==================== mem_access_unit
mem_access_unit, cell placement:
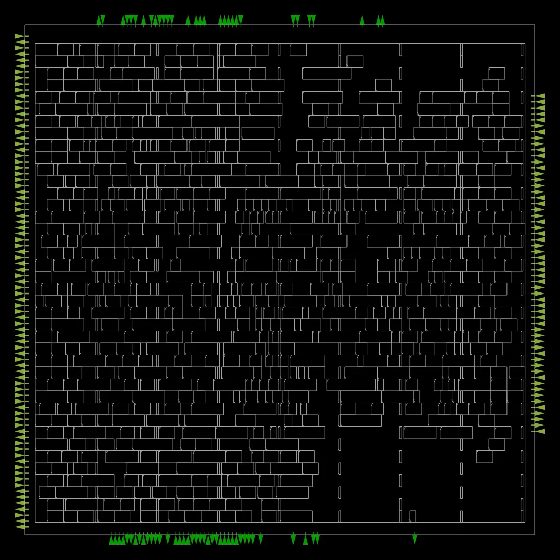

--- config.mk ---
export PLATFORM = sky130hd
export DESIGN_NAME = mem_access_unit
export DESIGN_NICKNAME = d
export VERILOG_FILES = /design/src/rtl/mem_access_unit.sv
export SDC_FILE = /design/constraint.sdc
export NUM_CORES = 1
export LEC_CHECK = 0
export CORE_MARGIN = 2
export CORE_UTILIZATION = 40
export DETAILED_ROUTE_END_ITERATION = 8
export MAX_ROUTING_LAYER = met4
export PLACE_DENSITY = 0.76
export SETUP_SLACK_MARGIN = 0.02
export SLEW_MARGIN = 20
export SYNTH_ARGS = -nofsm -noshare
export SYNTH_HDL_FRONTEND = slang
export SYNTH_SLANG_ARGS = --single-unit
export TNS_END_PERCENT = 30
--- constraint.sdc ---
create_clock -name clk -period 5.19 [get_ports clk]
set_input_delay 1.2975 -clock clk [delete_from_list [all_inputs] [get_ports clk]]
set_output_delay 1.2975 -clock clk [all_outputs]
set_load 0.05 [all_outputs]
--- src/rtl/mem_access_unit.sv ---
`default_nettype none
// ============================================================================
// Module   : mem_access_unit
// Purpose  : Load/store unit between the core controller and a valid/ready
//            memory/MMIO bus. Turns funct3-coded loads/stores into a single
//            aligned bus beat with byte enables, sign/zero-extends load data,
//            and reports misalignment, illegal width and bus timeout faults.
// Ports    : clk, rst            - clock, synchronous active-high reset
//            req_valid/req_ready - request handshake (ready only when idle)
//            req_write/funct3/addr/wdata - access description
//            resp_valid/rdata/fault - one-cycle response strobe
//            bus_valid/ready/write/addr/be/wdata/rdata - memory bus beat
// Revision : 1.0 - initial release
// ============================================================================
module mem_access_unit #(
    parameter int DATA_W  = 32,
    parameter int ADDR_W  = 32,
    parameter int TIMEOUT = 16
) (
    input  logic                clk,
    input  logic                rst,
    input  logic                req_valid,
    output logic                req_ready,
    input  logic                req_write,
    input  logic [2:0]          req_funct3,
    input  logic [ADDR_W-1:0]   req_addr,
    input  logic [DATA_W-1:0]   req_wdata,
    output logic                resp_valid,
    output logic [DATA_W-1:0]   resp_rdata,
    output logic [1:0]          resp_fault,
    output logic                bus_valid,
    input  logic                bus_ready,
    output logic                bus_write,
    output logic [ADDR_W-1:0]   bus_addr,
    output logic [DATA_W/8-1:0] bus_be,
    output logic [DATA_W-1:0]   bus_wdata,
    input  logic [DATA_W-1:0]   bus_rdata
);

    localparam int c_NB    = DATA_W / 8;
    localparam int c_OFF_W = $clog2(c_NB);
    localparam int c_WD_W  = (TIMEOUT > 1) ? $clog2(TIMEOUT + 1) : 1;
    // Watchdog value at which one more stalled cycle means timeout.
    localparam logic [c_WD_W-1:0] c_WD_LAST = (TIMEOUT > 0) ? c_WD_W'(TIMEOUT - 1) : '0;

    typedef enum logic [1:0] {
        S_IDLE = 2'd0,
        S_BUS  = 2'd1,
        S_RESP = 2'd2
    } state_t;

    state_t              r_state;
    state_t              w_next;

    logic                r_bus_valid;
    logic                r_bus_write;
    logic [ADDR_W-1:0]   r_bus_addr;
    logic [c_NB-1:0]     r_bus_be;
    logic [DATA_W-1:0]   r_bus_wdata;
    logic                r_write;
    logic [2:0]          r_funct3;
    logic [c_OFF_W-1:0]  r_off;
    logic [c_WD_W-1:0]   r_wd;
    logic [DATA_W-1:0]   r_resp_rdata;
    logic [1:0]          r_resp_fault;

    logic [1:0]          w_size;
    logic [2:0]          w_align_mask;
    logic [7:0]          w_be_base;
    logic                w_illegal;
    logic                w_misaligned;
    logic [c_OFF_W-1:0]  w_off;
    logic [c_NB-1:0]     w_be;
    logic [DATA_W-1:0]   w_wdata;
    logic [DATA_W-1:0]   w_lane;
    logic                w_sign;
    logic [DATA_W-1:0]   w_load;
    logic                w_timeout;

    // ---------------------------------------------------------------- decode
    assign w_size = req_funct3[1:0];

    always_comb begin
        w_align_mask = 3'b000;
        w_be_base    = 8'h01;
        case (w_size)
            2'd0: begin w_align_mask = 3'b000; w_be_base = 8'h01; end
            2'd1: begin w_align_mask = 3'b001; w_be_base = 8'h03; end
            2'd2: begin w_align_mask = 3'b011; w_be_base = 8'h0F; end
            default: begin w_align_mask = 3'b111; w_be_base = 8'hFF; end
        endcase
    end

    assign w_illegal = ((w_size == 2'd3) && (DATA_W == 32))
                     || (!req_write && (req_funct3 == 3'b111))
                     || (!req_write && (req_funct3 == 3'b110) && (DATA_W == 32))
                     || (req_write && req_funct3[2]);
    assign w_misaligned = |(req_addr[2:0] & w_align_mask);

    assign w_off   = req_addr[c_OFF_W-1:0];
    assign w_be    = c_NB'(w_be_base) << w_off;
    assign w_wdata = req_wdata << {w_off, 3'b000};

    // ------------------------------------------------------- load extraction
    assign w_lane = bus_rdata >> {r_off, 3'b000};

    always_comb begin
        w_sign = 1'b0;
        w_load = '0;
        case (r_funct3[1:0])
            2'd0:    w_sign = w_lane[7];
            2'd1:    w_sign = w_lane[15];
            2'd2:    w_sign = w_lane[31];
            default: w_sign = w_lane[DATA_W-1];
        endcase
        // funct3[2] selects the unsigned variant.
        w_sign = w_sign & ~r_funct3[2];
        for (int i = 0; i < c_NB; i++) begin
            w_load[8*i +: 8] = (i < (1 << r_funct3[1:0])) ? w_lane[8*i +: 8] : {8{w_sign}};
        end
    end

    // A ready in the same cycle the watchdog expires still completes the beat.
    assign w_timeout = (TIMEOUT > 0) && r_bus_valid && !bus_ready && (r_wd == c_WD_LAST);

    // ------------------------------------------------------------------- FSM
    always_ff @(posedge clk) begin
        if (rst) begin
            r_state <= S_IDLE;
        end else begin
            r_state <= w_next;
        end
    end

    always_comb begin
        w_next = r_state;
        case (r_state)
            S_IDLE: begin
                if (req_valid) begin
                    w_next = (w_illegal || w_misaligned) ? S_RESP : S_BUS;
                end
            end
            S_BUS: begin
                if (bus_ready || w_timeout) begin
                    w_next = S_RESP;
                end
            end
            S_RESP:  w_next = S_IDLE;
            default: w_next = S_IDLE;
        endcase
    end

    // -------------------------------------------------------------- datapath
    always_ff @(posedge clk) begin
        if (rst) begin
            r_bus_valid  <= 1'b0;
            r_bus_write  <= 1'b0;
            r_bus_addr   <= '0;
            r_bus_be     <= '0;
            r_bus_wdata  <= '0;
            r_write      <= 1'b0;
            r_funct3     <= 3'b000;
            r_off        <= '0;
            r_wd         <= '0;
            r_resp_rdata <= '0;
            r_resp_fault <= 2'b00;
        end else begin
            case (r_state)
                S_IDLE: begin
                    r_wd         <= '0;
                    r_resp_rdata <= '0;
                    r_resp_fault <= 2'b00;
                    if (req_valid) begin
                        r_write  <= req_write;
                        r_funct3 <= req_funct3;
                        r_off    <= w_off;
                        if (w_illegal) begin
                            r_resp_fault <= 2'b10;
                        end else if (w_misaligned) begin
                            r_resp_fault <= 2'b01;
                        end else begin
                            r_bus_valid <= 1'b1;
                            r_bus_write <= req_write;
                            r_bus_addr  <= {req_addr[ADDR_W-1:c_OFF_W], {c_OFF_W{1'b0}}};
                            r_bus_be    <= w_be;
                            r_bus_wdata <= w_wdata;
                        end
                    end
                end
                S_BUS: begin
                    if (bus_ready || w_timeout) begin
                        r_bus_valid  <= 1'b0;
                        r_bus_write  <= 1'b0;
                        r_bus_addr   <= '0;
                        r_bus_be     <= '0;
                        r_bus_wdata  <= '0;
                        r_wd         <= '0;
                        r_resp_fault <= bus_ready ? 2'b00 : 2'b11;
                        r_resp_rdata <= (bus_ready && !r_write) ? w_load : '0;
                    end else begin
                        r_wd <= r_wd + c_WD_W'(1);
                    end
                end
                S_RESP: begin
                    r_resp_rdata <= '0;
                    r_resp_fault <= 2'b00;
                end
                default: ;
            endcase
        end
    end

    assign req_ready  = (r_state == S_IDLE) && !rst;
    assign resp_valid = (r_state == S_RESP);
    assign resp_rdata = r_resp_rdata;
    assign resp_fault = r_resp_fault;
    assign bus_valid  = r_bus_valid;
    assign bus_write  = r_bus_write;
    assign bus_addr   = r_bus_addr;
    assign bus_be     = r_bus_be;
    assign bus_wdata  = r_bus_wdata;

endmodule
`default_nettype wire
==================== uart_prog_loader_flat
<file path="config.mk">
export PLATFORM = sky130hd
export DESIGN_NAME = uart_prog_loader_flat
export DESIGN_NICKNAME = d
export VERILOG_FILES = /design/src/rtl/uart_prog_loader_if.sv /design/src/rtl/uart_prog_loader.sv /design/src/flat_wrapper.sv
export SDC_FILE = /design/constraint.sdc
export NUM_CORES = 1
export LEC_CHECK = 0
export CORE_ASPECT_RATIO = 0.8
export CORE_MARGIN = 4
export CORE_UTILIZATION = 50
export CTS_BUF_LIST = sky130_fd_sc_hd__clkbuf_4 sky130_fd_sc_hd__clkbuf_8
export DETAILED_ROUTE_END_ITERATION = 6
export HOLD_SLACK_MARGIN = 0.15
export PLACE_DENSITY_LB_ADDON = 0.08
export SYNTH_ARGS = -nofsm -noshare
export SYNTH_HDL_FRONTEND = slang
export SYNTH_SLANG_ARGS = --single-unit
export TNS_END_PERCENT = 10
</file>
<file path="constraint.sdc">
create_clock -name clk -period 3.65 [get_ports clk]
set_input_delay 0.365 -clock clk [delete_from_list [all_inputs] [get_ports clk]]
set_output_delay 0.365 -clock clk [all_outputs]
set_load 0.05 [all_outputs]
</file>
<file path="src/rtl/uart_prog_loader_if.sv">
// Bundles the UART byte stream, instruction-memory write port and loader status
// that connect uart_prog_loader to the rest of the system.
interface uart_prog_loader_if #(
    parameter int unsigned ADDR_WIDTH = 10
);
    logic [7:0]            rx_data;
    logic                  rx_valid;
    logic                  imem_we;
    logic [ADDR_WIDTH-1:0] imem_addr;
    logic [31:0]           imem_wdata;
    logic                  cpu_hold;
    logic                  load_done;
    logic                  load_err;

    // The loader consumes bytes and drives memory writes and status.
    modport master (
        input  rx_data, rx_valid,
        output imem_we, imem_addr, imem_wdata, cpu_hold, load_done, load_err
    );

    // The environment supplies bytes and observes writes and status.
    modport slave (
        output rx_data, rx_valid,
        input  imem_we, imem_addr, imem_wdata, cpu_hold, load_done, load_err
    );
endinterface

</file>
<file path="src/rtl/uart_prog_loader.sv">
// Parses MAGIC/LEN/payload/CSUM packets from a UART byte stream, writes little-endian words
// into instruction memory and holds the CPU in reset until a load completes cleanly.
module uart_prog_loader #(
    parameter int unsigned ADDR_WIDTH   = 10,
    parameter logic [7:0]  MAGIC        = 8'hA5,
    parameter int unsigned TIMEOUT_CLKS = 2_600_000
) (
    input logic                clk,
    input logic                rst,
    uart_prog_loader_if.master bus
);
    localparam int unsigned         TmoWidth = $clog2(TIMEOUT_CLKS + 1);
    localparam logic [TmoWidth-1:0] TmoLast  = TmoWidth'(TIMEOUT_CLKS - 1);
    localparam logic [31:0]         MaxWords = 32'd1 << ADDR_WIDTH;

    typedef enum logic [2:0] {
        StIdle, StLenLo, StLenHi, StData, StCsum, StDone, StErr
    } state_e;

    state_e                state_q, state_d;
    logic [15:0]           len_q, len_d;
    logic [1:0]            byte_idx_q, byte_idx_d;
    // One extra bit so a full-memory load ends at 2^ADDR_WIDTH instead of wrapping.
    logic [ADDR_WIDTH:0]   word_idx_q, word_idx_d;
    logic [7:0]            sum_q, sum_d;
    logic [23:0]           word_q, word_d;
    logic [TmoWidth-1:0]   tmo_q, tmo_d;
    logic                  imem_we_q, imem_we_d;
    logic [ADDR_WIDTH-1:0] imem_addr_q, imem_addr_d;
    logic [31:0]           imem_wdata_q, imem_wdata_d;
    logic                  cpu_hold_q, cpu_hold_d;
    logic                  load_done_q, load_done_d;
    logic                  load_err_q, load_err_d;

    logic [15:0] len_new;
    logic        last_word;
    logic        in_packet;

    assign len_new   = {bus.rx_data, len_q[7:0]};
    assign last_word = (17'(word_idx_q) + 17'd1) == {1'b0, len_q};
    assign in_packet = (state_q == StLenLo) || (state_q == StLenHi) ||
                       (state_q == StData)  || (state_q == StCsum);

    always_ff @(posedge clk) begin
        if (rst) begin
            state_q      <= StIdle;
            len_q        <= '0;
            byte_idx_q   <= '0;
            word_idx_q   <= '0;
            sum_q        <= '0;
            word_q       <= '0;
            tmo_q        <= '0;
            imem_we_q    <= 1'b0;
            imem_addr_q  <= '0;
            imem_wdata_q <= '0;
            cpu_hold_q   <= 1'b1;
            load_done_q  <= 1'b0;
            load_err_q   <= 1'b0;
        end else begin
            state_q      <= state_d;
            len_q        <= len_d;
            byte_idx_q   <= byte_idx_d;
            word_idx_q   <= word_idx_d;
            sum_q        <= sum_d;
            word_q       <= word_d;
            tmo_q        <= tmo_d;
            imem_we_q    <= imem_we_d;
            imem_addr_q  <= imem_addr_d;
            imem_wdata_q <= imem_wdata_d;
            cpu_hold_q   <= cpu_hold_d;
            load_done_q  <= load_done_d;
            load_err_q   <= load_err_d;
        end
    end

    always_comb begin
        state_d      = state_q;
        len_d        = len_q;
        byte_idx_d   = byte_idx_q;
        word_idx_d   = word_idx_q;
        sum_d        = sum_q;
        word_d       = word_q;
        tmo_d        = '0;
        imem_we_d    = 1'b0;
        imem_addr_d  = imem_addr_q;
        imem_wdata_d = imem_wdata_q;
        cpu_hold_d   = cpu_hold_q;
        load_done_d  = load_done_q;
        load_err_d   = load_err_q;

        if (bus.rx_valid) begin
            unique case (state_q)
                StIdle, StDone, StErr: begin
                    if (bus.rx_data == MAGIC) begin
                        state_d     = StLenLo;
                        cpu_hold_d  = 1'b1;
                        load_done_d = 1'b0;
                        load_err_d  = 1'b0;
                        byte_idx_d  = '0;
                        word_idx_d  = '0;
                        sum_d       = '0;
                    end
                end
                StLenLo: begin
                    len_d   = {8'h00, bus.rx_data};
                    state_d = StLenHi;
                end
                StLenHi: begin
                    len_d = len_new;
                    if (32'(len_new) > MaxWords) begin
                        state_d    = StErr;
                        cpu_hold_d = 1'b1;
                        load_err_d = 1'b1;
                    end else if (len_new == 16'd0) begin
                        state_d = StCsum;
                    end else begin
                        state_d = StData;
                    end
                end
                StData: begin
                    sum_d      = sum_q + bus.rx_data;
                    byte_idx_d = byte_idx_q + 2'd1;
                    unique case (byte_idx_q)
                        2'd0: word_d[7:0]   = bus.rx_data;
                        2'd1: word_d[15:8]  = bus.rx_data;
                        2'd2: word_d[23:16] = bus.rx_data;
                        default: begin
                            imem_we_d    = 1'b1;
                            imem_addr_d  = word_idx_q[ADDR_WIDTH-1:0];
                            imem_wdata_d = {bus.rx_data, word_q};
                            word_idx_d   = word_idx_q + 1'b1;
                            if (last_word) begin
                                state_d = StCsum;
                            end
                        end
                    endcase
                end
                StCsum: begin
                    if (bus.rx_data == sum_q) begin
                        state_d     = StDone;
                        cpu_hold_d  = 1'b0;
                        load_done_d = 1'b1;
                    end else begin
                        state_d    = StErr;
                        cpu_hold_d = 1'b1;
                        load_err_d = 1'b1;
                    end
                end
                default: state_d = StIdle;
            endcase
        end else if (in_packet) begin
            // A byte on the terminal-count cycle takes the branch above instead.
            if (tmo_q == TmoLast) begin
                state_d    = StErr;
                cpu_hold_d = 1'b1;
                load_err_d = 1'b1;
            end else begin
                tmo_d = tmo_q + TmoWidth'(1);
            end
        end
    end

    assign bus.imem_we    = imem_we_q;
    assign bus.imem_addr  = imem_addr_q;
    assign bus.imem_wdata = imem_wdata_q;
    assign bus.cpu_hold   = cpu_hold_q;
    assign bus.load_done  = load_done_q;
    assign bus.load_err   = load_err_q;
endmodule

</file>
<file path="src/flat_wrapper.sv">
// flat-port wrapper written by rule: the top's interface ports become plain ports
module uart_prog_loader_flat 
#(
    parameter int unsigned ADDR_WIDTH   = 10,
    parameter logic [7:0]  MAGIC        = 8'hA5,
    parameter int unsigned TIMEOUT_CLKS = 2_600_000
)
  (clk, rst, bus_rx_data, bus_rx_valid, bus_imem_we, bus_imem_addr, bus_imem_wdata, bus_cpu_hold, bus_load_done, bus_load_err);
  uart_prog_loader_if #(.ADDR_WIDTH(ADDR_WIDTH)) bus_i ();
  input logic clk;
  input logic rst;
  input wire logic [$bits(bus_i.rx_data)-1:0] bus_rx_data;
  input wire logic [$bits(bus_i.rx_valid)-1:0] bus_rx_valid;
  output wire logic [$bits(bus_i.imem_we)-1:0] bus_imem_we;
  output wire logic [$bits(bus_i.imem_addr)-1:0] bus_imem_addr;
  output wire logic [$bits(bus_i.imem_wdata)-1:0] bus_imem_wdata;
  output wire logic [$bits(bus_i.cpu_hold)-1:0] bus_cpu_hold;
  output wire logic [$bits(bus_i.load_done)-1:0] bus_load_done;
  output wire logic [$bits(bus_i.load_err)-1:0] bus_load_err;
  assign bus_i.rx_data = bus_rx_data;
  assign bus_i.rx_valid = bus_rx_valid;
  assign bus_imem_we = bus_i.imem_we;
  assign bus_imem_addr = bus_i.imem_addr;
  assign bus_imem_wdata = bus_i.imem_wdata;
  assign bus_cpu_hold = bus_i.cpu_hold;
  assign bus_load_done = bus_i.load_done;
  assign bus_load_err = bus_i.load_err;
  uart_prog_loader #(.ADDR_WIDTH(ADDR_WIDTH), .MAGIC(MAGIC), .TIMEOUT_CLKS(TIMEOUT_CLKS)) u_core (.clk(clk), .rst(rst), .bus(bus_i));
endmodule
</file>
==================== rst_sub_encoder
## config.mk

```make
export PLATFORM = sky130hd
export DESIGN_NAME = rst_sub_encoder
export DESIGN_NICKNAME = d
export VERILOG_FILES = /design/src/rtl/rst_sub_encoder.sv
export SDC_FILE = /design/constraint.sdc
export NUM_CORES = 1
export LEC_CHECK = 0
export CAP_MARGIN = 30
export CORE_AREA = 2 2 167 169
export DETAILED_ROUTE_END_ITERATION = 8
export DIE_AREA = 0 0 169 171
export GPL_TIMING_DRIVEN = 0
export MAX_ROUTING_LAYER = met4
export SYNTH_ARGS = -nofsm -noshare
export SYNTH_HDL_FRONTEND = slang
export SYNTH_SLANG_ARGS = --single-unit
```

## constraint.sdc

```tcl
create_clock -name clk -period 5.06 [get_ports clk]
set_input_delay 0.759 -clock clk [delete_from_list [all_inputs] [get_ports clk]]
set_output_delay 0.759 -clock clk [all_outputs]
set_load 0.01 [all_outputs]
```

## src/rtl/rst_sub_encoder.sv

```systemverilog
// Substitution encoder: looks up each plaintext character in the inner 6x6 block
// and emits the row header then the column header. Optional macro: RST_UPPERCASE_FOLD_EN.
//
// state    | meaning
// ---------+-----------------------------------------------------------
// IDLE     | waiting for a plaintext character, ready while table valid
// LOOKUP   | registered character compared against all 36 inner cells
// EMIT_ROW | row header presented, held until downstream accepts
// EMIT_COL | column header presented, pair counted on acceptance
module rst_sub_encoder #(
   parameter int CNT_W = 16
) (
   input  logic             clk,
   input  logic             rst_n,
   input  logic [7:0]       sub_char [7][7],
   input  logic             table_valid,
   input  logic             ptxt_valid,
   input  logic [7:0]       ptxt_char,
   output logic             ptxt_ready,
   output logic             ctxt_valid,
   output logic [7:0]       ctxt_char,
   input  logic             ctxt_ready,
   output logic             err_invalid_ptxt_char,
   output logic             busy,
   output logic [CNT_W-1:0] enc_count
);

   typedef enum logic [1:0] {IDLE, LOOKUP, EMIT_ROW, EMIT_COL} state_t;

   state_t           state_q, state_d;
   logic [7:0]       char_q, char_d;
   logic [7:0]       ctxt_char_q, ctxt_char_d;
   logic [2:0]       row_q, row_d;
   logic [2:0]       col_q, col_d;
   logic             err_q, err_d;
   logic [CNT_W-1:0] cnt_q, cnt_d;

   logic [7:0]       lookup_char;
   logic             hit;
   logic [2:0]       hit_row, hit_col;

`ifdef RST_UPPERCASE_FOLD_EN
   always_comb begin
      lookup_char = char_q;
      if (char_q >= 8'h41 && char_q <= 8'h5A)
         lookup_char = char_q + 8'h20;
   end
`else
   assign lookup_char = char_q;
`endif

   // Scan from the highest index down so the lowest row, then lowest column, wins.
   always_comb begin
      hit     = 1'b0;
      hit_row = 3'd1;
      hit_col = 3'd1;
      for (int r = 6; r >= 1; r--) begin
         for (int c = 6; c >= 1; c--) begin
            if (sub_char[r][c] == lookup_char) begin
               hit     = 1'b1;
               hit_row = 3'(r);
               hit_col = 3'(c);
            end
         end
      end
   end

   always_comb begin
      state_d     = state_q;
      char_d      = char_q;
      row_d       = row_q;
      col_d       = col_q;
      ctxt_char_d = ctxt_char_q;
      err_d       = 1'b0;
      cnt_d       = cnt_q;
      unique case (state_q)
         IDLE: begin
            if (ptxt_valid && table_valid) begin
               char_d  = ptxt_char;
               state_d = LOOKUP;
            end
         end
         LOOKUP: begin
            if (!table_valid) begin
               state_d = IDLE;
            end else if (hit) begin
               row_d       = hit_row;
               col_d       = hit_col;
               ctxt_char_d = sub_char[hit_row][0];
               state_d     = EMIT_ROW;
            end else begin
               err_d   = 1'b1;
               state_d = IDLE;
            end
         end
         EMIT_ROW: begin
            if (!table_valid) begin
               state_d = IDLE;
            end else if (ctxt_ready) begin
               ctxt_char_d = sub_char[0][col_q];
               state_d     = EMIT_COL;
            end
         end
         EMIT_COL: begin
            if (!table_valid) begin
               state_d = IDLE;
            end else if (ctxt_ready) begin
               cnt_d   = cnt_q + CNT_W'(1);
               state_d = IDLE;
            end
         end
         default: state_d = IDLE;
      endcase
   end

   always_ff @(posedge clk) begin
      if (!rst_n) begin
         state_q     <= IDLE;
         char_q      <= 8'h00;
         ctxt_char_q <= 8'h00;
         row_q       <= 3'd0;
         col_q       <= 3'd0;
         err_q       <= 1'b0;
         cnt_q       <= '0;
      end else begin
         state_q     <= state_d;
         char_q      <= char_d;
         ctxt_char_q <= ctxt_char_d;
         row_q       <= row_d;
         col_q       <= col_d;
         err_q       <= err_d;
         cnt_q       <= cnt_d;
      end
   end

   // rst_n gate keeps ready low while reset is held.
   assign ptxt_ready            = rst_n && table_valid && (state_q == IDLE);
   assign ctxt_valid            = (state_q == EMIT_ROW) || (state_q == EMIT_COL);
   assign ctxt_char             = ctxt_char_q;
   assign err_invalid_ptxt_char = err_q;
   assign busy                  = (state_q != IDLE);
   assign enc_count             = cnt_q;

endmodule
```


==> gallery <==
Zoomed window.
Plate I
Window x 41 to 91, y 50 to 100 µm. Cells in grey, sequential cells in the stronger grey; small squares are vias.
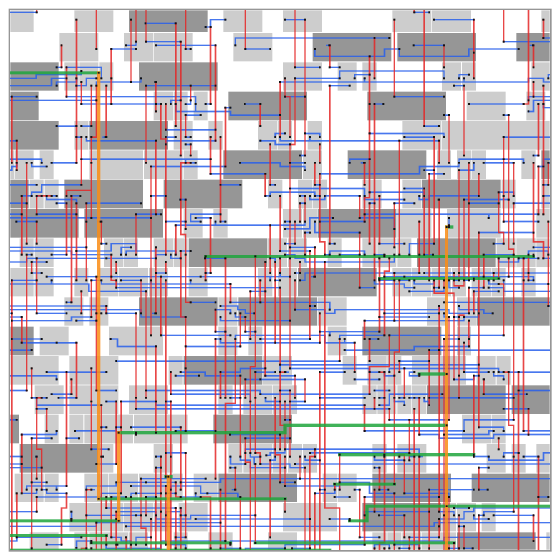
Plate II
Window x 60 to 110, y 95 to 145 µm. Cells in grey, sequential cells in the stronger grey; small squares are vias.
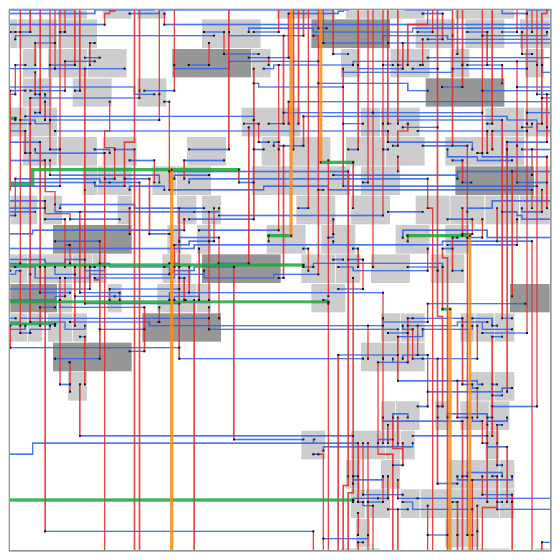
Plate III
Window x 33 to 83, y 56 to 106 µm. Cells in grey, sequential cells in the stronger grey; small squares are vias.
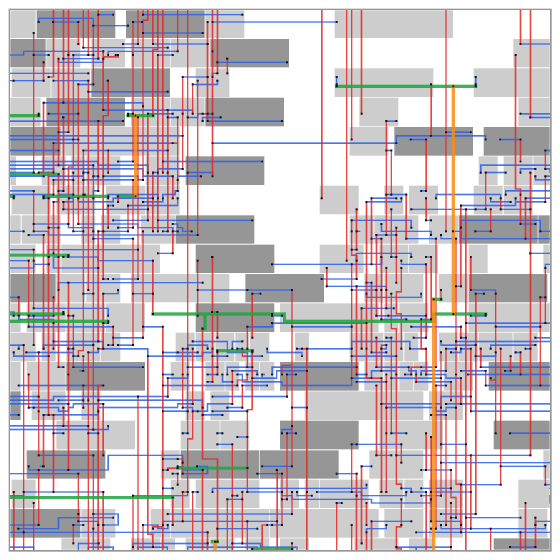
Plate II: rst_sub_encoder
Plate I: uart_prog_loader_flat
Plate III: mem_access_unit

Key to Plate II:
- green: met3
- blue: met1
- red: met2
- orange: met4
- netlist names of flops here include: `ctxt_char` (5), `col_q` (3)
- most frequent: clkdlybuf4s50_1 (16), nand2_1 (13), dfxtp_1 (10)
- cells with their middle in the window: 118
- sequential cells in the window: 10

rst_sub_encoder, drive-strength map:
Scale: 1.5 px per µm.
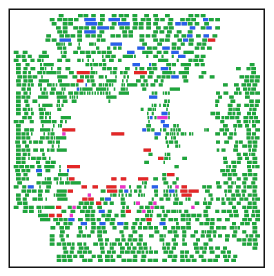
- blue: drive 2 (cells 47; most used nor4_2)
- red: drive 6 and up (cells 31; most used buf_6)
- green: drive 1 or less (cells 1128; most used clkdlybuf4s50_1)
- magenta: drive 3 to 4 (cells 12; most used buf_4)
Non-Clock Buffer Count: 479
P&R area growth vs syn: 74.5%
cell area after layout: 11500 µm²
final worst-path setup slack: 1.02 ns

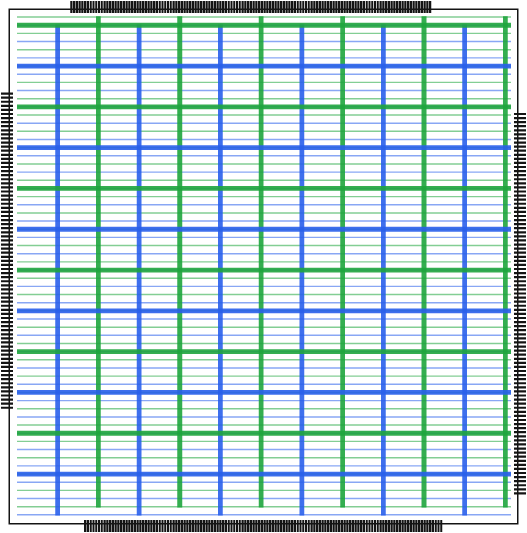
rst_sub_encoder: power grid
Scale: 3 px per µm. Pins as bars on the die edge.
- green: VDD
- blue: VSS
- rows: 61
- signal pins: 433
- met4 straps: 12
- met5 straps: 12
Die H: 171 µm
core area: 27300 µm²

==> out/metrics.cfg, rst_sub_encoder <==
[drt]
wl_per_cell_um = 21.3
wl_met1_mm = 14.1
met3WireLength_mm = 2.22
highest_layer = met4

[synth]
ys_sh_xor = 0.402
yosys_most_used_dff = dfxtp_1
ys_sh_adder = 0.00190
synthTopCellsByArea = xor2_1 (29%), dfxtp_1 (12%), xnor2_1 (11%)
synthArstFlopShare = 0
most_common_cell = xor2_1
synthesis.nets = 1185
synth_area_um2 = 6580
synth_top_area_share = 0.294
numSynthFlops = 38
avgSynthCellArea_um2 = 8.45
synth_seq_share = 0.116
ys_top_cells_by_count = xor2_1 (221), xnor2_1 (81), nand2_1 (68)
mux_area_frac = 0.0912

[setup_path]
cp_slowest_cell = nor4_2
criticalPathCategory = input pin to flip-flop
crit_path_end_kind = flip-flop
worstPathArrival_ns = 4.26
crit_buf_inv = 2
cp.depth = 11
crit_end = ctxt_char[6]$_SDFFE_PN0P_
rr_endpoint = ctxt_char[6]$_SDFFE_PN0P_
rr_startpoint = char_q[3]$_SDFFE_PN0P_
path_cells = clkdlybuf4s50_1 -> xor2_1 -> nor4_1 -> nand2_1 -> or3b_1 -> nor4_2 -> a41oi_2 -> o21ai_1 -> buf_2 -> nand3_1 -> o221ai_2
worstPathRequired_ns = 5.28

[global_routing]
grtUsageMet1 = 0.273
grt_use_met3 = 0.0456
grt_use_total = 0.225
grt_first_pass_wirelength_mm = 46.5
grt_pass1_vias = 7489

[floorplan]
dieArea_um2 = 28900
die_w_um = 169
initial_core_util = 0.241

[placement]
dpl_worst_slack_ns = 0.768
postPlaceCellArea_um2 = 11300

[cells_and_area]
layout_top_cells = clkdlybuf4s50_1 (431), xor2_1 (221), xnor2_1 (81)
post-route-util = 0.420
lay_top_count = clkdlybuf4s50_1
nets = 1623

[power_and_ir_drop]
p_clk_frac = 0.236
ir_worst_vdd_mv = 0.104
powerClk_uw = 332
power_frac_seq = 0.217
p_switching_uw = 447

[clocking]
ctsHoldBuffers = 0
cts_buffers = 5
cts_tree = yes

[outcome]
status = finished clean

[sta]
whs_ns = 0.502
rsz0062_at_grt = false
fmax_mhz = 247
min_period_ns = 4.04

rst_sub_encoder: cell type report:
| cell class | instances | share of cell area |
|---|---|---|
| multi-input cells | 691 | 0.466 |
| repair buffers | 431 | 0.376 |
| flip-flops and latches | 38 | 0.0662 |
| plain buffers | 48 | 0.0399 |
| well taps | 346 | 0.0377 |
| clock buffers | 6 | 0.0121 |
| clock inverters | 2 | 0.00109 |
| inverters | 2 | 0.000654 |
| diodes | 2 | 0.000436 |
rst_sub_encoder: registers in the layout, indices dropped and copies added, names as in the netlist:
register and cells:
enc_count 16, err_invalid_ptxt_char 1, char_q 8, col_q 3
state_q 2, ctxt_char 8
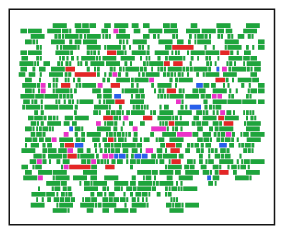
uart_prog_loader_flat: drive-strength map
Scale: 2 px per µm.
- magenta: drive 3 to 4 (cells 27; most used buf_4)
- red: drive 6 and up (cells 26; most used clkbuf_8)
- blue: drive 2 (cells 12; most used or2_2)
- green: drive 1 or less (cells 750; most used nand2_1)
P&R area growth vs syn: 17.5%
Non-Clock Buffer Count: 74
final worst-path setup slack: 0.933 ns
cell area after layout: 7210 µm²

==> out/metrics.cfg, uart_prog_loader_flat <==
[sta]
setup_viol = 0
relSlewSlack = 0.444

[power_and_ir_drop]
p_comb_frac = 0.066
comb_cell_power_uw = 199

[cells_and_area]
finalNonFillerCells = 963
logic_gate_count = 564

[drt]
drt_iter0_drc = 504
met3WireLength_um = 869
vias = 5523

[global_routing]
grt_pass1_vias = 5151
grt.busiest_layer = met2
grt_max_degree = 65

[clocking]
cts_max_level = 4

[floorplan]
pin_count = 57

[synth]
ys_sh_simple = 0.265
synthCells = 761

[outcome]
status = finished clean

==> uart_prog_loader_flat: cell usage in the layout, fill, tap and decap left out, types with 6 or more instances in the layout <==
master and n:
dfxtp_1 132, nand3_1 41, o21ai_0 9, and4_1 6
xor2_1 13, clkbuf_8 19, a21oi_1 86, xnor2_1 24
a311oi_1 8, ha_1 13, nand2_1 160, nor2_1 65
nor3_1 10, and3_1 14, nand4_1 7, clkdlybuf4s50_1 55
a22oi_1 10, inv_1 13, nor2b_1 7, buf_4 19
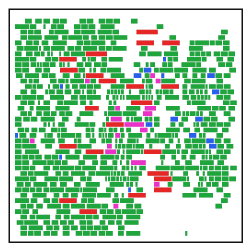
mem_access_unit: drive-strength map
Scale: 2 px per µm.
- red: drive 6 and up (cells 22; most used clkbuf_16)
- green: drive 1 or less (cells 653; most used clkdlybuf4s50_1)
- magenta: drive 3 to 4 (cells 16; most used buf_4)
- blue: drive 2 (cells 16; most used mux2_2)

## Picture notes: 'cell placement' of mem_access_unit
final core utilization: 0.639
FILL cells: 1007
seq_cells: 115

==> out/metrics.cfg, mem_access_unit <==
[outcome]
status = finished clean

[setup_path]
cp_slowest_cell = clkdlybuf4s50_1
crit_end = req_ready
reg2reg_slack_ns = 2.48
rr_startpoint = r_wd[0]$_SDFFE_PP0P_
path_cells = clkdlybuf4s50_1 -> nor2b_1 -> buf_4
crit_path_end_kind = primary output

[synth]
numSynthFlops = 115
synthTopCellsByArea = dfxtp_1 (46%), a22o_1 (10%), mux2i_1 (6.2%)
ys_top_cells_by_count = dfxtp_1 (115), a22o_1 (57), nand2_1 (35)
synthArstFlopShare = 0

[floorplan]
n_tap_cell = 168
initial_core_util = 0.412

[sta]
rsz0062_at_grt = false
setup_viol = 0
slew_violations = 0
min_period_ns = 3.69

[drt]
routed_wirelength_mm = 15.5
drt_iter0_drc = 440

[cells_and_area]
fin_area_um2 = 7740
syn_to_final_growth_pct = 55.0
finalNonFillerCells = 875
logic_gate_count = 338

[power_and_ir_drop]
p_sw_frac = 0.256
p_leak_nw = 2.87

[clocking]
cts.clk_slew.worst_paths_ns = 0.05
root_buffer = clkbuf_16

[global_routing]
grt_use_total = 0.240

## mem_access_unit: power groups by stage
stage	combinational (mW)	clock, mW	sequential, mW
6_report	0.415	1.18	0.933
5_1_grt	0.442	1.25	0.936
4_1_cts	0.414	1.20	0.933
3_5_place_dp	0.412	0	0.950
3_3_place_gp	0.407	0	0.950
2_1_floorplan	0.174	0	1.01
## mem_access_unit: per-layer routing
layer | global-route usage | up-vias | wire length [µm]
li1 | - | 2267 | -
met4 | 0.0802 | 0 | 253
met2 | 0.375 | 235 | 7160
met5 | - | - | 0
met1 | 0.281 | 2201 | 6500
met3 | 0.0988 | 19 | 1630

==================== id_stage_flat
id_stage_flat, cell placement:
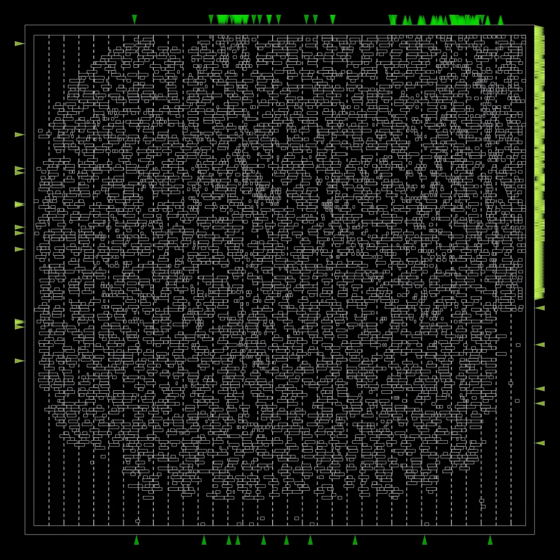
id_stage_flat, zoomed window:
Window x 211 to 261, y 305 to 355 µm. Cells in grey, sequential cells in the stronger grey; small squares are vias.
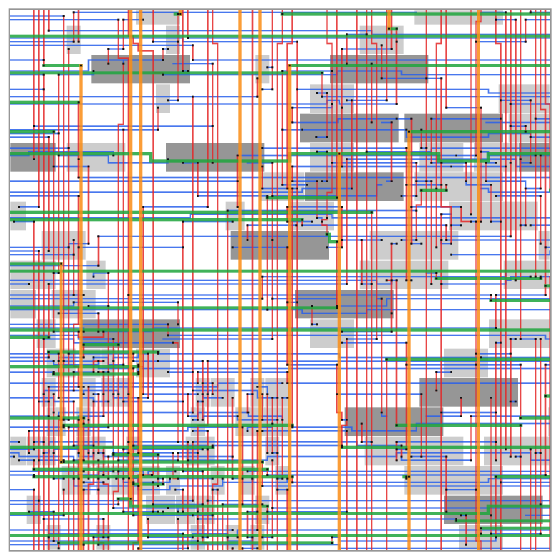
### src/rtl/id_stage_pkg.sv
// Shared decode definitions for the ID stage: opcodes, ALU commands,
// instruction field positions and the ID/EXE bundle.
package id_stage_pkg;

  localparam int DW      = 32;
  localparam int REG_CNT = 32;
  localparam int RW      = $clog2(REG_CNT);

  localparam logic [31:0] NOP = 32'h0;

  localparam int OP_LSB = 26;
  localparam int RS_LSB = 21;
  localparam int RT_LSB = 16;
  localparam int RD_LSB = 11;

  localparam logic [5:0] OP_ADD  = 6'b000001;
  localparam logic [5:0] OP_SUB  = 6'b000011;
  localparam logic [5:0] OP_AND  = 6'b000101;
  localparam logic [5:0] OP_OR   = 6'b000110;
  localparam logic [5:0] OP_NOR  = 6'b000111;
  localparam logic [5:0] OP_XOR  = 6'b001000;
  localparam logic [5:0] OP_SLA  = 6'b001001;
  localparam logic [5:0] OP_SLL  = 6'b001010;
  localparam logic [5:0] OP_SRA  = 6'b001011;
  localparam logic [5:0] OP_SRL  = 6'b001100;
  localparam logic [5:0] OP_ADDI = 6'b100000;
  localparam logic [5:0] OP_SUBI = 6'b100001;
  localparam logic [5:0] OP_LD   = 6'b100100;
  localparam logic [5:0] OP_ST   = 6'b100101;
  localparam logic [5:0] OP_BEZ  = 6'b101000;
  localparam logic [5:0] OP_BNE  = 6'b101001;
  localparam logic [5:0] OP_JMP  = 6'b101010;

  localparam logic [3:0] ALU_ADD = 4'b0001;
  localparam logic [3:0] ALU_SUB = 4'b0011;

  typedef struct packed {
    logic [DW-1:0] pc;
    logic [3:0]    alu_cmd;
    logic [DW-1:0] val1;
    logic [DW-1:0] val2;
    logic [DW-1:0] st_val;
    logic [RW-1:0] dest;
    logic          wb_en;
    logic          mem_r;
    logic          mem_w;
  } id_ex_t;

  function automatic logic [DW-1:0] sext16(input logic [15:0] v);
    return {{(DW-16){v[15]}}, v};
  endfunction

endpackage

### src/rtl/id_stage_if.sv
// IF/ID, write-back, hazard-source and ID/EXE signals of the ID stage.
interface id_stage_if;
  import id_stage_pkg::*;

  logic [DW-1:0] pc_in;
  logic [DW-1:0] instr_in;
  logic          wb_en;
  logic [RW-1:0] wb_dest;
  logic [DW-1:0] wb_val;
  logic          exe_wb_en;
  logic [RW-1:0] exe_dest;
  logic          mem_wb_en;
  logic [RW-1:0] mem_dest;
  logic          freez;
  logic          br_taken;
  logic [DW-1:0] br_addr;
  logic [DW-1:0] pc_out;
  logic [3:0]    alu_cmd;
  logic [DW-1:0] val1;
  logic [DW-1:0] val2;
  logic [DW-1:0] st_val;
  logic [RW-1:0] dest;
  logic          wb_en_out;
  logic          mem_r;
  logic          mem_w;

  modport master (
    output pc_in, instr_in, wb_en, wb_dest, wb_val,
    output exe_wb_en, exe_dest, mem_wb_en, mem_dest,
    input  freez, br_taken, br_addr, pc_out, alu_cmd,
    input  val1, val2, st_val, dest, wb_en_out,
    input  mem_r, mem_w
  );

  modport slave (
    input  pc_in, instr_in, wb_en, wb_dest, wb_val,
    input  exe_wb_en, exe_dest, mem_wb_en, mem_dest,
    output freez, br_taken, br_addr, pc_out, alu_cmd,
    output val1, val2, st_val, dest, wb_en_out,
    output mem_r, mem_w
  );
endinterface

### src/rtl/id_stage_reg_file.sv
// Register file: 2 combinational read ports with write-through,
// 1 write port, r0 hardwired to zero.
module id_stage_reg_file #(
  parameter  int REG_CNT = 32,
  parameter  int DW      = 32,
  localparam int AW      = $clog2(REG_CNT)
) (
  input  logic          clk,
  input  logic          rst,
  input  logic [AW-1:0] ra1,
  input  logic [AW-1:0] ra2,
  output logic [DW-1:0] rd1,
  output logic [DW-1:0] rd2,
  input  logic          we,
  input  logic [AW-1:0] wa,
  input  logic [DW-1:0] wd
);

  logic [DW-1:0] regs [REG_CNT];

  always_ff @(posedge clk or posedge rst) begin
    if (rst) begin
      for (int i = 0; i < REG_CNT; i++) regs[i] <= '0;
    end else if (we && wa != '0) begin
      regs[wa] <= wd;
    end
  end

  assign rd1 = (ra1 == '0)           ? '0 :
               (we && wa == ra1)     ? wd :
                                       regs[ra1];
  assign rd2 = (ra2 == '0)           ? '0 :
               (we && wa == ra2)     ? wd :
                                       regs[ra2];

endmodule

### src/rtl/id_stage.sv
// Decode stage: instruction decode, RAW hazard stall, branch
// resolution and the ID/EXE pipeline register.
module id_stage
  import id_stage_pkg::*;
(
  input logic       clk,
  input logic       rst,
  id_stage_if.slave bus
);

  logic [5:0]    op;
  logic [RW-1:0] rs, rt, rd;
  logic [DW-1:0] imm, rv1, rv2;
  logic          is_r, is_ai, is_ld, is_st;
  logic          is_bez, is_bne, is_jmp;
  logic          use1, use2, br_cond;
  logic          haz1, haz2, freez;
  id_ex_t        d, q;

  assign op  = bus.instr_in[OP_LSB +: 6];
  assign rs  = bus.instr_in[RS_LSB +: RW];
  assign rt  = bus.instr_in[RT_LSB +: RW];
  assign rd  = bus.instr_in[RD_LSB +: RW];
  assign imm = sext16(bus.instr_in[15:0]);

  id_stage_reg_file #(
    .REG_CNT(REG_CNT),
    .DW     (DW)
  ) u_rf (
    .clk(clk),
    .rst(rst),
    .ra1(rs),
    .ra2(rt),
    .rd1(rv1),
    .rd2(rv2),
    .we (bus.wb_en),
    .wa (bus.wb_dest),
    .wd (bus.wb_val)
  );

  always_comb begin
    is_r   = op inside {OP_ADD, OP_SUB, OP_AND, OP_OR, OP_NOR,
                        OP_XOR, OP_SLA, OP_SLL, OP_SRA, OP_SRL};
    is_ai  = op inside {OP_ADDI, OP_SUBI};
    is_ld  = (op == OP_LD);
    is_st  = (op == OP_ST);
    is_bez = (op == OP_BEZ);
    is_bne = (op == OP_BNE);
    is_jmp = (op == OP_JMP);
    d       = '0;
    use1    = 1'b0;
    use2    = 1'b0;
    br_cond = 1'b0;
    unique case (1'b1)
      is_r: begin
        use1      = 1'b1;
        use2      = 1'b1;
        // R-type opcodes carry their ALU command in the low nibble
        d.alu_cmd = op[3:0];
        d.pc      = bus.pc_in;
        d.val1    = rv1;
        d.val2    = rv2;
        d.dest    = rd;
        d.wb_en   = 1'b1;
      end
      is_ai, is_ld: begin
        use1      = 1'b1;
        d.alu_cmd = (op == OP_SUBI) ? ALU_SUB : ALU_ADD;
        d.pc      = bus.pc_in;
        d.val1    = rv1;
        d.val2    = imm;
        d.dest    = rt;
        d.wb_en   = 1'b1;
        d.mem_r   = is_ld;
      end
      is_st: begin
        use1      = 1'b1;
        use2      = 1'b1;
        d.alu_cmd = ALU_ADD;
        d.pc      = bus.pc_in;
        d.val1    = rv1;
        d.val2    = imm;
        d.st_val  = rv2;
        d.mem_w   = 1'b1;
      end
      is_bez: begin
        use1    = 1'b1;
        br_cond = (rv1 == '0);
      end
      is_bne: begin
        use1    = 1'b1;
        use2    = 1'b1;
        br_cond = (rv1 != rv2);
      end
      is_jmp: br_cond = 1'b1;
      default: ;
    endcase
  end

  assign haz1 = (rs != '0) &&
                ((bus.exe_wb_en && rs == bus.exe_dest) ||
                 (bus.mem_wb_en && rs == bus.mem_dest));
  assign haz2 = (rt != '0) &&
                ((bus.exe_wb_en && rt == bus.exe_dest) ||
                 (bus.mem_wb_en && rt == bus.mem_dest));
  assign freez = (use1 && haz1) || (use2 && haz2);

  assign bus.freez    = freez;
  assign bus.br_taken = br_cond && !freez;
  assign bus.br_addr  = bus.pc_in + {imm[DW-3:0], 2'b00};

  always_ff @(posedge clk or posedge rst) begin
    if (rst)        q <= '0;
    else if (freez) q <= '0;
    else            q <= d;
  end

  assign bus.pc_out    = q.pc;
  assign bus.alu_cmd   = q.alu_cmd;
  assign bus.val1      = q.val1;
  assign bus.val2      = q.val2;
  assign bus.st_val    = q.st_val;
  assign bus.dest      = q.dest;
  assign bus.wb_en_out = q.wb_en;
  assign bus.mem_r     = q.mem_r;
  assign bus.mem_w     = q.mem_w;

endmodule

### src/flat_wrapper.sv
// flat-port wrapper written by rule: the top's interface ports become plain ports
module id_stage_flat import id_stage_pkg::*;
  (clk, rst, bus_pc_in, bus_instr_in, bus_wb_en, bus_wb_dest, bus_wb_val, bus_exe_wb_en, bus_exe_dest, bus_mem_wb_en, bus_mem_dest, bus_freez, bus_br_taken, bus_br_addr, bus_pc_out, bus_alu_cmd, bus_val1, bus_val2, bus_st_val, bus_dest, bus_wb_en_out, bus_mem_r, bus_mem_w);
  id_stage_if bus_i ();
  input logic clk;
  input logic rst;
  input wire logic [$bits(bus_i.pc_in)-1:0] bus_pc_in;
  input wire logic [$bits(bus_i.instr_in)-1:0] bus_instr_in;
  input wire logic [$bits(bus_i.wb_en)-1:0] bus_wb_en;
  input wire logic [$bits(bus_i.wb_dest)-1:0] bus_wb_dest;
  input wire logic [$bits(bus_i.wb_val)-1:0] bus_wb_val;
  input wire logic [$bits(bus_i.exe_wb_en)-1:0] bus_exe_wb_en;
  input wire logic [$bits(bus_i.exe_dest)-1:0] bus_exe_dest;
  input wire logic [$bits(bus_i.mem_wb_en)-1:0] bus_mem_wb_en;
  input wire logic [$bits(bus_i.mem_dest)-1:0] bus_mem_dest;
  output wire logic [$bits(bus_i.freez)-1:0] bus_freez;
  output wire logic [$bits(bus_i.br_taken)-1:0] bus_br_taken;
  output wire logic [$bits(bus_i.br_addr)-1:0] bus_br_addr;
  output wire logic [$bits(bus_i.pc_out)-1:0] bus_pc_out;
  output wire logic [$bits(bus_i.alu_cmd)-1:0] bus_alu_cmd;
  output wire logic [$bits(bus_i.val1)-1:0] bus_val1;
  output wire logic [$bits(bus_i.val2)-1:0] bus_val2;
  output wire logic [$bits(bus_i.st_val)-1:0] bus_st_val;
  output wire logic [$bits(bus_i.dest)-1:0] bus_dest;
  output wire logic [$bits(bus_i.wb_en_out)-1:0] bus_wb_en_out;
  output wire logic [$bits(bus_i.mem_r)-1:0] bus_mem_r;
  output wire logic [$bits(bus_i.mem_w)-1:0] bus_mem_w;
  assign bus_i.pc_in = bus_pc_in;
  assign bus_i.instr_in = bus_instr_in;
  assign bus_i.wb_en = bus_wb_en;
  assign bus_i.wb_dest = bus_wb_dest;
  assign bus_i.wb_val = bus_wb_val;
  assign bus_i.exe_wb_en = bus_exe_wb_en;
  assign bus_i.exe_dest = bus_exe_dest;
  assign bus_i.mem_wb_en = bus_mem_wb_en;
  assign bus_i.mem_dest = bus_mem_dest;
  assign bus_freez = bus_i.freez;
  assign bus_br_taken = bus_i.br_taken;
  assign bus_br_addr = bus_i.br_addr;
  assign bus_pc_out = bus_i.pc_out;
  assign bus_alu_cmd = bus_i.alu_cmd;
  assign bus_val1 = bus_i.val1;
  assign bus_val2 = bus_i.val2;
  assign bus_st_val = bus_i.st_val;
  assign bus_dest = bus_i.dest;
  assign bus_wb_en_out = bus_i.wb_en_out;
  assign bus_mem_r = bus_i.mem_r;
  assign bus_mem_w = bus_i.mem_w;
  id_stage u_core (.clk(clk), .rst(rst), .bus(bus_i));
endmodule
### config.mk
export PLATFORM = sky130hd
export DESIGN_NAME = id_stage_flat
export DESIGN_NICKNAME = d
export VERILOG_FILES = /design/src/rtl/id_stage_pkg.sv /design/src/rtl/id_stage_if.sv /design/src/rtl/id_stage_reg_file.sv /design/src/rtl/id_stage.sv /design/src/flat_wrapper.sv
export SDC_FILE = /design/constraint.sdc
export NUM_CORES = 2
export LEC_CHECK = 0
export ABC_CLOCK_PERIOD_IN_PS = 42400
export CORE_MARGIN = 8
export CORE_UTILIZATION = 30
export CTS_CLUSTER_SIZE = 24
export DETAILED_ROUTE_END_ITERATION = 8
export GPL_TIMING_DRIVEN = 0
export PLACE_DENSITY_LB_ADDON = 0.05
export SYNTH_ARGS = -nofsm -noshare
export SYNTH_HDL_FRONTEND = slang
export SYNTH_SLANG_ARGS = --single-unit
### constraint.sdc
create_clock -name clk -period 42.4 [get_ports clk]
set_clock_uncertainty 0.15 [all_clocks]
set_input_delay 6.36 -clock clk [delete_from_list [all_inputs] [get_ports clk]]
set_output_delay 6.36 -clock clk [all_outputs]
set_load 0.02 [all_outputs]
==> out/metrics.cfg <==
[cells_and_area]
syn_to_final_growth_pct = 19.3
regMostFlops = u_core.u_rf.regs
drive_gt1_frac = 0.411

[power_and_ir_drop]
p_sw_frac = 0.306
p_leak_nw = 31.6
powerDensity_nw_per_um2 = 48.4
powerClk_mw = 1.32
finalPower_mw = 3.60
comb_cell_power_uw = 830
ir_worst_vdd_mv = 0.0462
p_clk_frac = 0.368

[synth]
synth_area_um2 = 62300
synth-edff-count = 0
numSynthFlops = 1164
ys_warn_count = 0
synthTopCellsByArea = dfrtp_1 (47%), mux2_2 (18%), mux4_2 (18%)
ys_sh_adder = 0.00614
synth.logic.top_family = multiplexers
ys_sh_xor = 0.0126
avgSynthCellArea_um2 = 14.4
yosys_most_used_dff = dfrtp_1
most_common_cell = dfrtp_1

[global_routing]
grt_first_pass_wirelength_mm = 450
gr-total-overflow = 0
grt_pass1_vias = 46100

[sta]
slew_violations = 90
finalCritPeriodShare = 0.477
setup_viol = 0
setup_ws_ns = 22.16
min_period_ns = 20.24

[setup_path]
crit_family = buffers and inverters
reg2reg_slack_ns = 39.03
criticalPathCategory = input pin to primary output
cpMostUsedCell = buf_2
worstPathArrival_ns = 13.73
cp_max_fo = 10
crit_path_end_kind = primary output
crit_buf_inv = 7
path_cells = clkdlybuf4s50_1 -> buf_2 -> buf_2 -> buf_4 -> buf_2 -> clkbuf_4 -> mux2i_1 -> a211oi_1 -> a211oi_1 -> xor2_1 -> nor4_1 -> nand4_1 -> o41ai_2 -> nand2_1 -> clkdlybuf4s50_1

[hold_path]
hold_end = u_core.u_rf.regs[1020]$_DFFE_PP0P_
min-delay-path-class = flip-flop to flip-flop

[drt]
vias = 45400
drc = 0
wl_per_cell_um = 44.8

[outcome]
status = complete, but fails checks
violations = capacitance limit, slew limit

[placement]
port_buffers = 276
dp_hpwl_mm = 240
dp.cells = 7343
dpl_worst_slack_ns = 22.25
routabilityCongestion = 0.909

[clocking]
clockBufferDepth = 3
cts_buffers = 149
root_buffer = clkbuf_16

[floorplan]
dieArea_um2 = 223000
die_w_um = 472
coreArea_um2 = 207000
die_h_um = 472
pin_count = 290

[flow_run]
max_cap_viol_count = 11

## Picture notes: 'cell placement' of id_stage_flat
FILL cells: 20100
Cell Count, Final, Fillers Out: 7621

## Picture notes: 'zoomed window' of id_stage_flat
- red: met2
- orange: met4
- green: met3
- blue: met1
- netlist names of flops here include: `u_core.u_rf.regs` (12)
- most frequent: nor2_1 (18), mux2_2 (14), dfrtp_1 (12)
- sequential cells in the window: 12
- cells with their middle in the window: 90

## final cells by class
cell class	instances	area, µm²	area share
flip-flops and latches	1164	29100	0.392
diodes	12	30.0	0.000404
multi-input cells	2698	31000	0.417
clock buffers	228	4520	0.0608
inverters	21	86.3	0.00116
well taps	2704	3380	0.0455
repair buffers	315	3430	0.0462
clock inverters	37	469	0.00631
plain buffers	442	2320	0.0312
## routing by layer
layer  track usage  part of all wire  wire (µm)
met1         0.386              0.41     141000
met2         0.470              0.45     155000
met3        0.0738             0.076      25900
met4         0.146             0.060      20500
met5             0           0.00010         34


==> layout pictures side by side <==
Routed metal per tile.
image #1
Scale: 3 px per µm. The die is cut into 26 by 21 equal tiles; dark purple is low, yellow is high, scaled to the fullest tile. Values are wire area over tile area, all layers added.
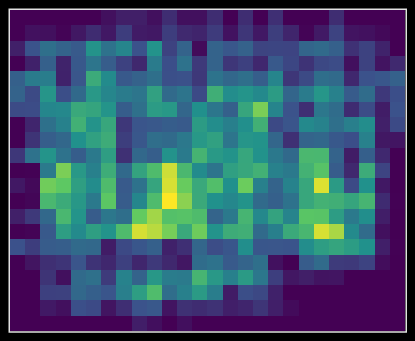
image #2
The die is cut into 24 by 24 equal tiles; dark purple is low, yellow is high, scaled to the fullest tile. Values are wire area over tile area, all layers added.
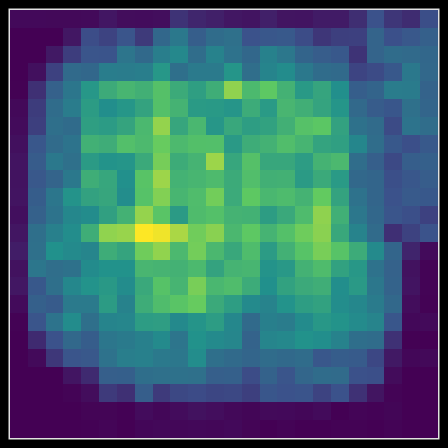
image #3
Scale: 3 px per µm. The die is cut into 23 by 23 equal tiles; dark purple is low, yellow is high, scaled to the fullest tile. Values are wire area over tile area, all layers added.
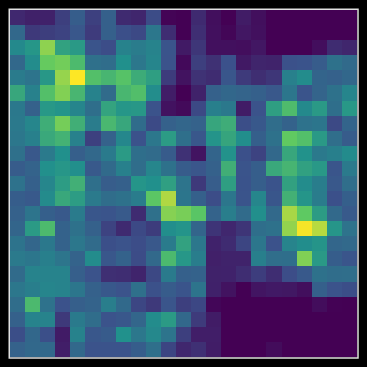
image #4
Scale: 2 px per µm. The die is cut into 34 by 34 equal tiles; dark purple is low, yellow is high, scaled to the fullest tile. Values are wire area over tile area, all layers added.
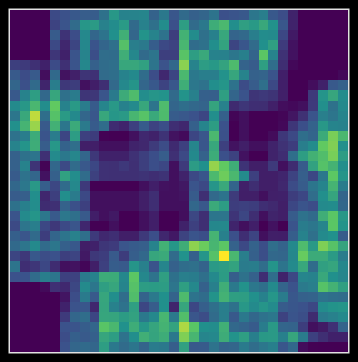
- largest die: image #2
| picture | from |
|---|---|
| image #2 | id_stage_flat |
| image #1 | uart_prog_loader_flat |
| image #4 | rst_sub_encoder |
| image #3 | mem_access_unit |

Power and IR drop assume default switching activity.
